# ---- block 1 ----
Fig. 1: block 1, selected gate families
Drawn at 2 px/µm.
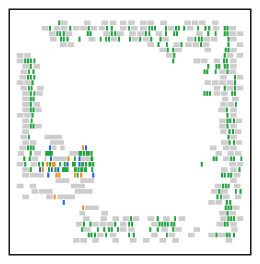

### src/rtl/pkg_mcu_bus.sv
// Shared MCU bus definitions: DFM read-owner encoding and region decode constant.
package pkg_mcu_bus;

  // Master that issued the read currently in flight to the DFM.
  typedef enum logic [1:0] {
    OWN_NONE = 2'd0,
    OWN_CPU  = 2'd1,
    OWN_DMA  = 2'd2
  } dfm_owner_e;

  // Upper-nibble region code the upstream address decoders match for the DFM.
  localparam logic [3:0] DFM_REGION = 4'b0001;

endpackage : pkg_mcu_bus

### src/rtl/dfm_arb_run_counter.sv
// Saturating count of consecutive CPU grants taken while the DMA is waiting.
// Ports:
//   sys_clk, sys_rst_n : clock, synchronous active-low reset
//   cpu_win            : CPU granted this cycle
//   dma_pending        : DMA requesting this cycle
//   dma_win            : DMA granted this cycle
//   at_limit           : registered, count has reached MAX_CPU_RUN
module dfm_arb_run_counter #(
  parameter int unsigned MAX_CPU_RUN = 4
) (
  input  logic sys_clk,
  input  logic sys_rst_n,
  input  logic cpu_win,
  input  logic dma_pending,
  input  logic dma_win,
  output logic at_limit
);

  localparam int unsigned CNT_W = 4;
  localparam logic [CNT_W-1:0] RUN_LIMIT = CNT_W'(MAX_CPU_RUN);

  logic [CNT_W-1:0] run_cnt;
  logic [CNT_W-1:0] run_cnt_next;

  // Clear whenever the DMA is served or stops waiting; otherwise count CPU wins.
  always_comb begin
    run_cnt_next = run_cnt;
    if (dma_win || !dma_pending) begin
      run_cnt_next = '0;
    end else if (cpu_win && (run_cnt != RUN_LIMIT)) begin
      run_cnt_next = run_cnt + CNT_W'(1);
    end
  end

  // at_limit is registered alongside the count so the grant path sees a flop.
  always_ff @(posedge sys_clk) begin
    if (!sys_rst_n) begin
      run_cnt  <= '0;
      at_limit <= 1'b0;
    end else begin
      run_cnt  <= run_cnt_next;
      at_limit <= (run_cnt_next == RUN_LIMIT);
    end
  end

endmodule : dfm_arb_run_counter

### src/rtl/dfm_port_arbiter.sv
// Shares the single DFM port between the CPU load/store stage and a DMA/debug
// master: CPU-priority arbitration with a starvation guard, port muxing, and
// routing of the one-cycle-late read data back to the issuing master.
// Ports:
//   sys_clk, sys_rst_n                 : clock, synchronous active-low reset
//   cpu_req/addr/wr_en/wr_data         : CPU request
//   dma_req/addr/wr_en/wr_data         : DMA request
//   cpu_gnt, dma_gnt                   : combinational grants
//   cpu_rvalid/rdata, dma_rvalid/rdata : read return (rvalid registered)
//   dfm_req_addr/wr_en/wr_data         : DFM request side (combinational mux)
//   dfm_rd_data                        : DFM read data, one cycle after address
module dfm_port_arbiter
  import pkg_mcu_bus::*;
#(
  parameter int unsigned ADDR_BUS_WIDTH = 32,
  parameter int unsigned DATA_BUS_WIDTH = 32,
  parameter int unsigned MAX_CPU_RUN    = 4
) (
  input  logic                      sys_clk,
  input  logic                      sys_rst_n,
  input  logic                      cpu_req,
  input  logic [ADDR_BUS_WIDTH-1:0] cpu_addr,
  input  logic                      cpu_wr_en,
  input  logic [DATA_BUS_WIDTH-1:0] cpu_wr_data,
  input  logic                      dma_req,
  input  logic [ADDR_BUS_WIDTH-1:0] dma_addr,
  input  logic                      dma_wr_en,
  input  logic [DATA_BUS_WIDTH-1:0] dma_wr_data,
  output logic                      cpu_gnt,
  output logic                      dma_gnt,
  output logic                      cpu_rvalid,
  output logic [DATA_BUS_WIDTH-1:0] cpu_rdata,
  output logic                      dma_rvalid,
  output logic [DATA_BUS_WIDTH-1:0] dma_rdata,
  output logic [ADDR_BUS_WIDTH-1:0] dfm_req_addr,
  output logic                      dfm_wr_en,
  output logic [DATA_BUS_WIDTH-1:0] dfm_wr_data,
  input  logic [DATA_BUS_WIDTH-1:0] dfm_rd_data
);

  logic       at_limit;
  dfm_owner_e rd_owner;
  dfm_owner_e rd_owner_next;

  dfm_arb_run_counter #(
    .MAX_CPU_RUN (MAX_CPU_RUN)
  ) u_run_counter (
    .sys_clk     (sys_clk),
    .sys_rst_n   (sys_rst_n),
    .cpu_win     (cpu_gnt),
    .dma_pending (dma_req),
    .dma_win     (dma_gnt),
    .at_limit    (at_limit)
  );

  // CPU priority, except DMA wins a contested cycle once the CPU run is at its limit.
  always_comb begin
    dma_gnt = sys_rst_n & dma_req & (~cpu_req | at_limit);
    cpu_gnt = sys_rst_n & cpu_req & ~dma_gnt;
  end

  // Port mux: DMA only when granted; otherwise CPU fields with the strobe gated.
  always_comb begin
    dfm_req_addr = cpu_addr;
    dfm_wr_data  = cpu_wr_data;
    dfm_wr_en    = cpu_gnt & cpu_wr_en;
    if (dma_gnt) begin
      dfm_req_addr = dma_addr;
      dfm_wr_data  = dma_wr_data;
      dfm_wr_en    = dma_wr_en;
    end
  end

  // Owner of the read issued this cycle; writes and idle cycles return nothing.
  always_comb begin
    rd_owner_next = OWN_NONE;
    if (cpu_gnt && !cpu_wr_en) begin
      rd_owner_next = OWN_CPU;
    end else if (dma_gnt && !dma_wr_en) begin
      rd_owner_next = OWN_DMA;
    end
  end

  always_ff @(posedge sys_clk) begin
    if (!sys_rst_n) begin
      rd_owner   <= OWN_NONE;
      cpu_rvalid <= 1'b0;
      dma_rvalid <= 1'b0;
    end else begin
      rd_owner   <= rd_owner_next;
      cpu_rvalid <= (rd_owner_next == OWN_CPU);
      dma_rvalid <= (rd_owner_next == OWN_DMA);
    end
  end

  // Read data fans out to both masters; rvalid alone qualifies it.
  assign cpu_rdata = dfm_rd_data;
  assign dma_rdata = dfm_rd_data;

endmodule : dfm_port_arbiter

### config.mk
export PLATFORM = sky130hd
export DESIGN_NAME = dfm_port_arbiter
export DESIGN_NICKNAME = d
export VERILOG_FILES = /design/src/rtl/pkg_mcu_bus.sv /design/src/rtl/dfm_arb_run_counter.sv /design/src/rtl/dfm_port_arbiter.sv
export SDC_FILE = /design/constraint.sdc
export NUM_CORES = 1
export LEC_CHECK = 0
export ABC_AREA = 1
export CORE_AREA = 3 3 117 119
export CTS_CLUSTER_DIAMETER = 50
export DETAILED_ROUTE_END_ITERATION = 7
export DIE_AREA = 0 0 120 122
export GPL_TIMING_DRIVEN = 1
export SLEW_MARGIN = 10
export SYNTH_ARGS = -nofsm -noshare
export SYNTH_HDL_FRONTEND = slang
export SYNTH_SLANG_ARGS = --single-unit
### constraint.sdc
create_clock -name sys_clk -period 2.9 [get_ports sys_clk]
set_input_delay 0.29 -clock sys_clk [delete_from_list [all_inputs] [get_ports sys_clk]]
set_output_delay 0.29 -clock sys_clk [all_outputs]
set_load 0.01 [all_outputs]
# ---- block 2 ----
### config.mk
export PLATFORM = sky130hd
export DESIGN_NAME = vga_timing
export DESIGN_NICKNAME = d
export VERILOG_FILES = /design/src/rtl/vga_timing.sv
export SDC_FILE = /design/constraint.sdc
export NUM_CORES = 1
export LEC_CHECK = 0
export CAP_MARGIN = 10
export CORE_MARGIN = 3
export CORE_UTILIZATION = 41
export CTS_CLUSTER_SIZE = 8
export DETAILED_ROUTE_END_ITERATION = 6
export PLACE_DENSITY_LB_ADDON = 0.2
export SKIP_CTS_REPAIR_TIMING = 1
export SYNTH_ARGS = -nofsm -noshare
export SYNTH_HDL_FRONTEND = slang
export SYNTH_SLANG_ARGS = --single-unit
### constraint.sdc
create_clock -name clk -period 2.2 [get_ports clk]
set_input_delay 0.44 -clock clk [delete_from_list [all_inputs] [get_ports clk]]
set_output_delay 0.44 -clock clk [all_outputs]
set_load 0.02 [all_outputs]
### src/rtl/vga_timing.sv
// VGA raster timing: pixel strobe, h/v counters, active-low syncs, active window and coordinates.
// Define VGA_TIMING_OUTREG_EN to register every output (including pix_stb) through one clk stage.
module vga_timing #(
    parameter int unsigned CLK_DIV  = 4,
    parameter int unsigned H_ACTIVE = 640,
    parameter int unsigned H_FP     = 16,
    parameter int unsigned H_SYNC   = 96,
    parameter int unsigned H_BP     = 48,
    parameter int unsigned V_ACTIVE = 480,
    parameter int unsigned V_FP     = 10,
    parameter int unsigned V_SYNC   = 2,
    parameter int unsigned V_BP     = 33
) (
    input  logic       clk,
    input  logic       rst,
    output logic       pix_stb,
    output logic [9:0] x,
    output logic [8:0] y,
    output logic       active,
    output logic       hsync,
    output logic       vsync,
    output logic       frame_start
);

    localparam int unsigned H_TOTAL = H_ACTIVE + H_FP + H_SYNC + H_BP;
    localparam int unsigned V_TOTAL = V_ACTIVE + V_FP + V_SYNC + V_BP;
    localparam int unsigned DIV_W   = (CLK_DIV > 1) ? $clog2(CLK_DIV) : 1;

    localparam logic [DIV_W-1:0] DIV_LAST = DIV_W'(CLK_DIV - 1);
    localparam logic [DIV_W-1:0] DIV_ONE  = DIV_W'(1);
    localparam logic [9:0]       H_LAST   = 10'(H_TOTAL - 1);
    localparam logic [9:0]       V_LAST   = 10'(V_TOTAL - 1);
    localparam logic [9:0]       H_ACT    = 10'(H_ACTIVE);
    localparam logic [9:0]       V_ACT    = 10'(V_ACTIVE);
    localparam logic [9:0]       HS_BEG   = 10'(H_ACTIVE + H_FP);
    localparam logic [9:0]       HS_END   = 10'(H_ACTIVE + H_FP + H_SYNC);
    localparam logic [9:0]       VS_BEG   = 10'(V_ACTIVE + V_FP);
    localparam logic [9:0]       VS_END   = 10'(V_ACTIVE + V_FP + V_SYNC);

    logic [DIV_W-1:0] div_q, div_d;
    logic [9:0]       h_q, h_d;
    logic [9:0]       v_q, v_d;
    logic             stb;

    // With CLK_DIV=1 the divider is a constant 0 and the strobe is permanently high.
    assign stb = (div_q == DIV_LAST);

    always_comb begin
        div_d = stb ? '0 : div_q + DIV_ONE;
        h_d   = h_q;
        v_d   = v_q;
        if (stb) begin
            if (h_q == H_LAST) begin
                h_d = '0;
                v_d = (v_q == V_LAST) ? '0 : v_q + 10'd1;
            end else begin
                h_d = h_q + 10'd1;
            end
        end
    end

    always_ff @(posedge clk or posedge rst) begin
        if (rst) begin
            div_q <= '0;
            h_q   <= '0;
            v_q   <= '0;
        end else begin
            div_q <= div_d;
            h_q   <= h_d;
            v_q   <= v_d;
        end
    end

    logic       act_c, hs_c, vs_c, fs_c;
    logic [9:0] x_c;
    logic [8:0] y_c;

    always_comb begin
        act_c = (h_q < H_ACT) && (v_q < V_ACT);
        hs_c  = !((h_q >= HS_BEG) && (h_q < HS_END));
        vs_c  = !((v_q >= VS_BEG) && (v_q < VS_END));
        fs_c  = (h_q == '0) && (v_q == '0);
        x_c   = act_c ? h_q : '0;
        y_c   = act_c ? v_q[8:0] : '0;
    end

`ifdef VGA_TIMING_OUTREG_EN
    logic       stb_q, act_q, hs_q, vs_q, fs_q;
    logic [9:0] x_q;
    logic [8:0] y_q;

    // pix_stb goes through the same stage so it still marks the last clk of each delayed pixel.
    always_ff @(posedge clk or posedge rst) begin
        if (rst) begin
            stb_q <= 1'b0;
            x_q   <= '0;
            y_q   <= '0;
            act_q <= 1'b0;
            hs_q  <= 1'b1;
            vs_q  <= 1'b1;
            fs_q  <= 1'b0;
        end else begin
            stb_q <= stb;
            x_q   <= x_c;
            y_q   <= y_c;
            act_q <= act_c;
            hs_q  <= hs_c;
            vs_q  <= vs_c;
            fs_q  <= fs_c;
        end
    end

    assign pix_stb     = stb_q;
    assign x           = x_q;
    assign y           = y_q;
    assign active      = act_q;
    assign hsync       = hs_q;
    assign vsync       = vs_q;
    assign frame_start = fs_q;
`else
    assign pix_stb     = stb;
    assign x           = x_c;
    assign y           = y_c;
    assign active      = act_c;
    assign hsync       = hs_c;
    assign vsync       = vs_c;
    assign frame_start = fs_c;
`endif

endmodule


==> screenshots <==
Metal layers overlaid.
shot_01.png
Drawn at 4 px/µm.
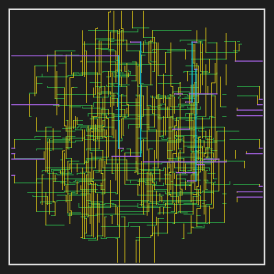
shot_02.png
Drawn at 2 px/µm.
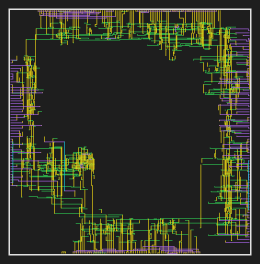
For block 2, see shot_01.png.
For block 1, see shot_02.png.
The one with the largest die is shot_02.png.
The one with the most wire is shot_02.png.

Fig. 2: block 2, the clock network
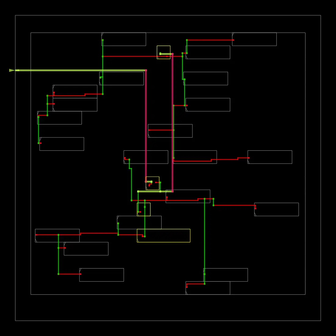
flop count: 22
CTS Buf Count: 3
clock buffers: 3

==> CHANGELOG.md, block 2 <==
### Metrics

- Initial Util: 0.4363
- Met3 Wirelength: 146 µm
- Core Area: 0.003103 mm²
- Nonclk inv count: 10
- Number of global-route vias before repair: 1402
- Sequential share of cell area: 0.2698
- Final nets: 214
- R2R Setup Slk: 0.26 ns
- Rel. slew slack: 0.7383
- Chip area in the Yosys report: 0.001354 mm²
- Number of logic gates: 114
- Filler Cell Count: 282
- Placed insts: 244
- Status: finished, violations left
- Main flop type: dfrtp_1
- Final setup viols: 20
- Final WS setup: -0.03233 ns
- Top comb family, area: simple AND/OR/NAND/NOR gates
- Hpwl dp: 2569 µm
- Wirelength per Cell: 14.67 µm
- Comb/total area: 0.4071
- Crit path arrival time: 1.79 ns
- Failing checks: setup timing
- Antenna fix cells: 0
- Via-to-Cell Ratio: 5.340
- Share of cells above drive strength 1: 0.4369
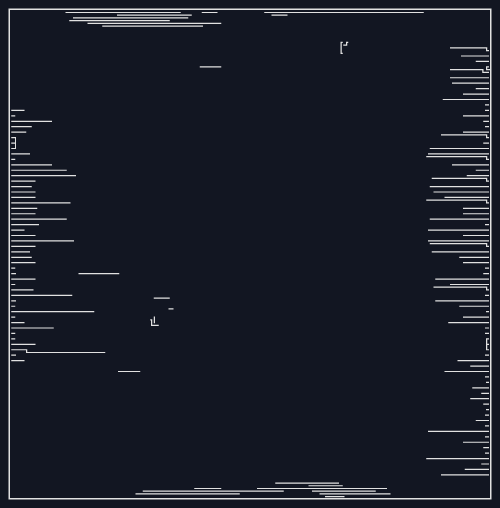
Fig. 3. Metal 3 (block 1).
Drawn at 4 px/µm.
The layer carries 1200 µm of wire. The layer holds 17% of the routed length. The wires run mostly horizontal.
Routed WL: 7200 µm
Via Count: 2330
met3 Use GR: 0.05571

About Fig. 1:
inverters: shown in blue, cells 12. NAND gates: shown in green, cells 218, where all over the die. NOR gates: shown in orange, cells 11.

==> CHANGELOG.md, block 1 <==
### Metrics

- Status: complete, no violations
- Multiplexer share: 0
- VDD IR-drop max: 0.0002094 V
- Initial Util: 0.1340
- Cells resized by post-CTS repair: 0
- FA/HA/MAJ Cells, Area Fraction: 0.01474
- GP Congestion: 0.7365
- M1 WL: 2546 µm
- Storage element area: 140.1 µm²
- Clock buffers: 4
- Min Hold Slack: 0.5800 ns
- Comb/total area: 0.2672
- Final nets: 629
- Worst hold start: dfm_rd_data[9]
- Crit-path cells: clkdlybuf4s50_1, nand2_1, nand2_4, buf_4, nand2_1, nand2_1, clkdlybuf4s50_1
- Sequential share of cell area: 0.04049
- Fin util: 0.2731
- Setup TNS: 0 ns
- Top-area cell share: 0.4576
- Power Sequential: 0.0996 mW
- Flop count: 7
- Via-to-Cell Ratio: 3.687


==> layout pictures side by side <==
Routed clock nets over the placement.
(a)
Drawn at 4 px/µm.
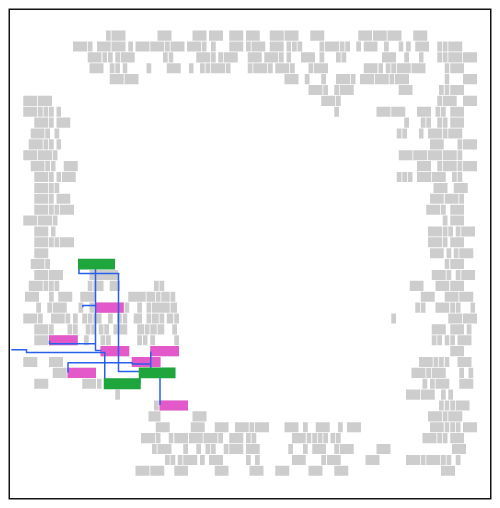
(b)
Drawn at 8 px/µm.
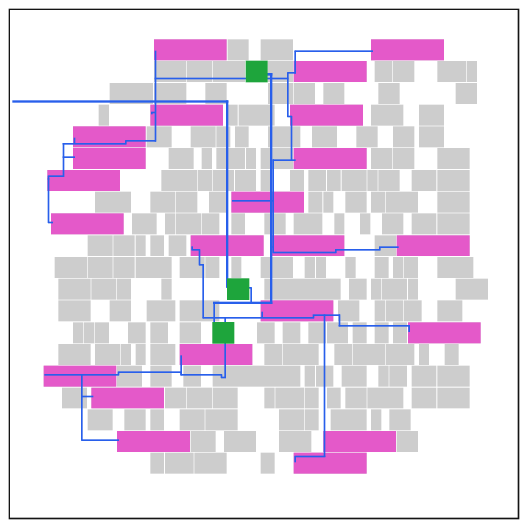
(b) is block 2.
(a) is block 1.
Of these, largest die: (a)

Power is estimated from default activity; no workload was simulated.
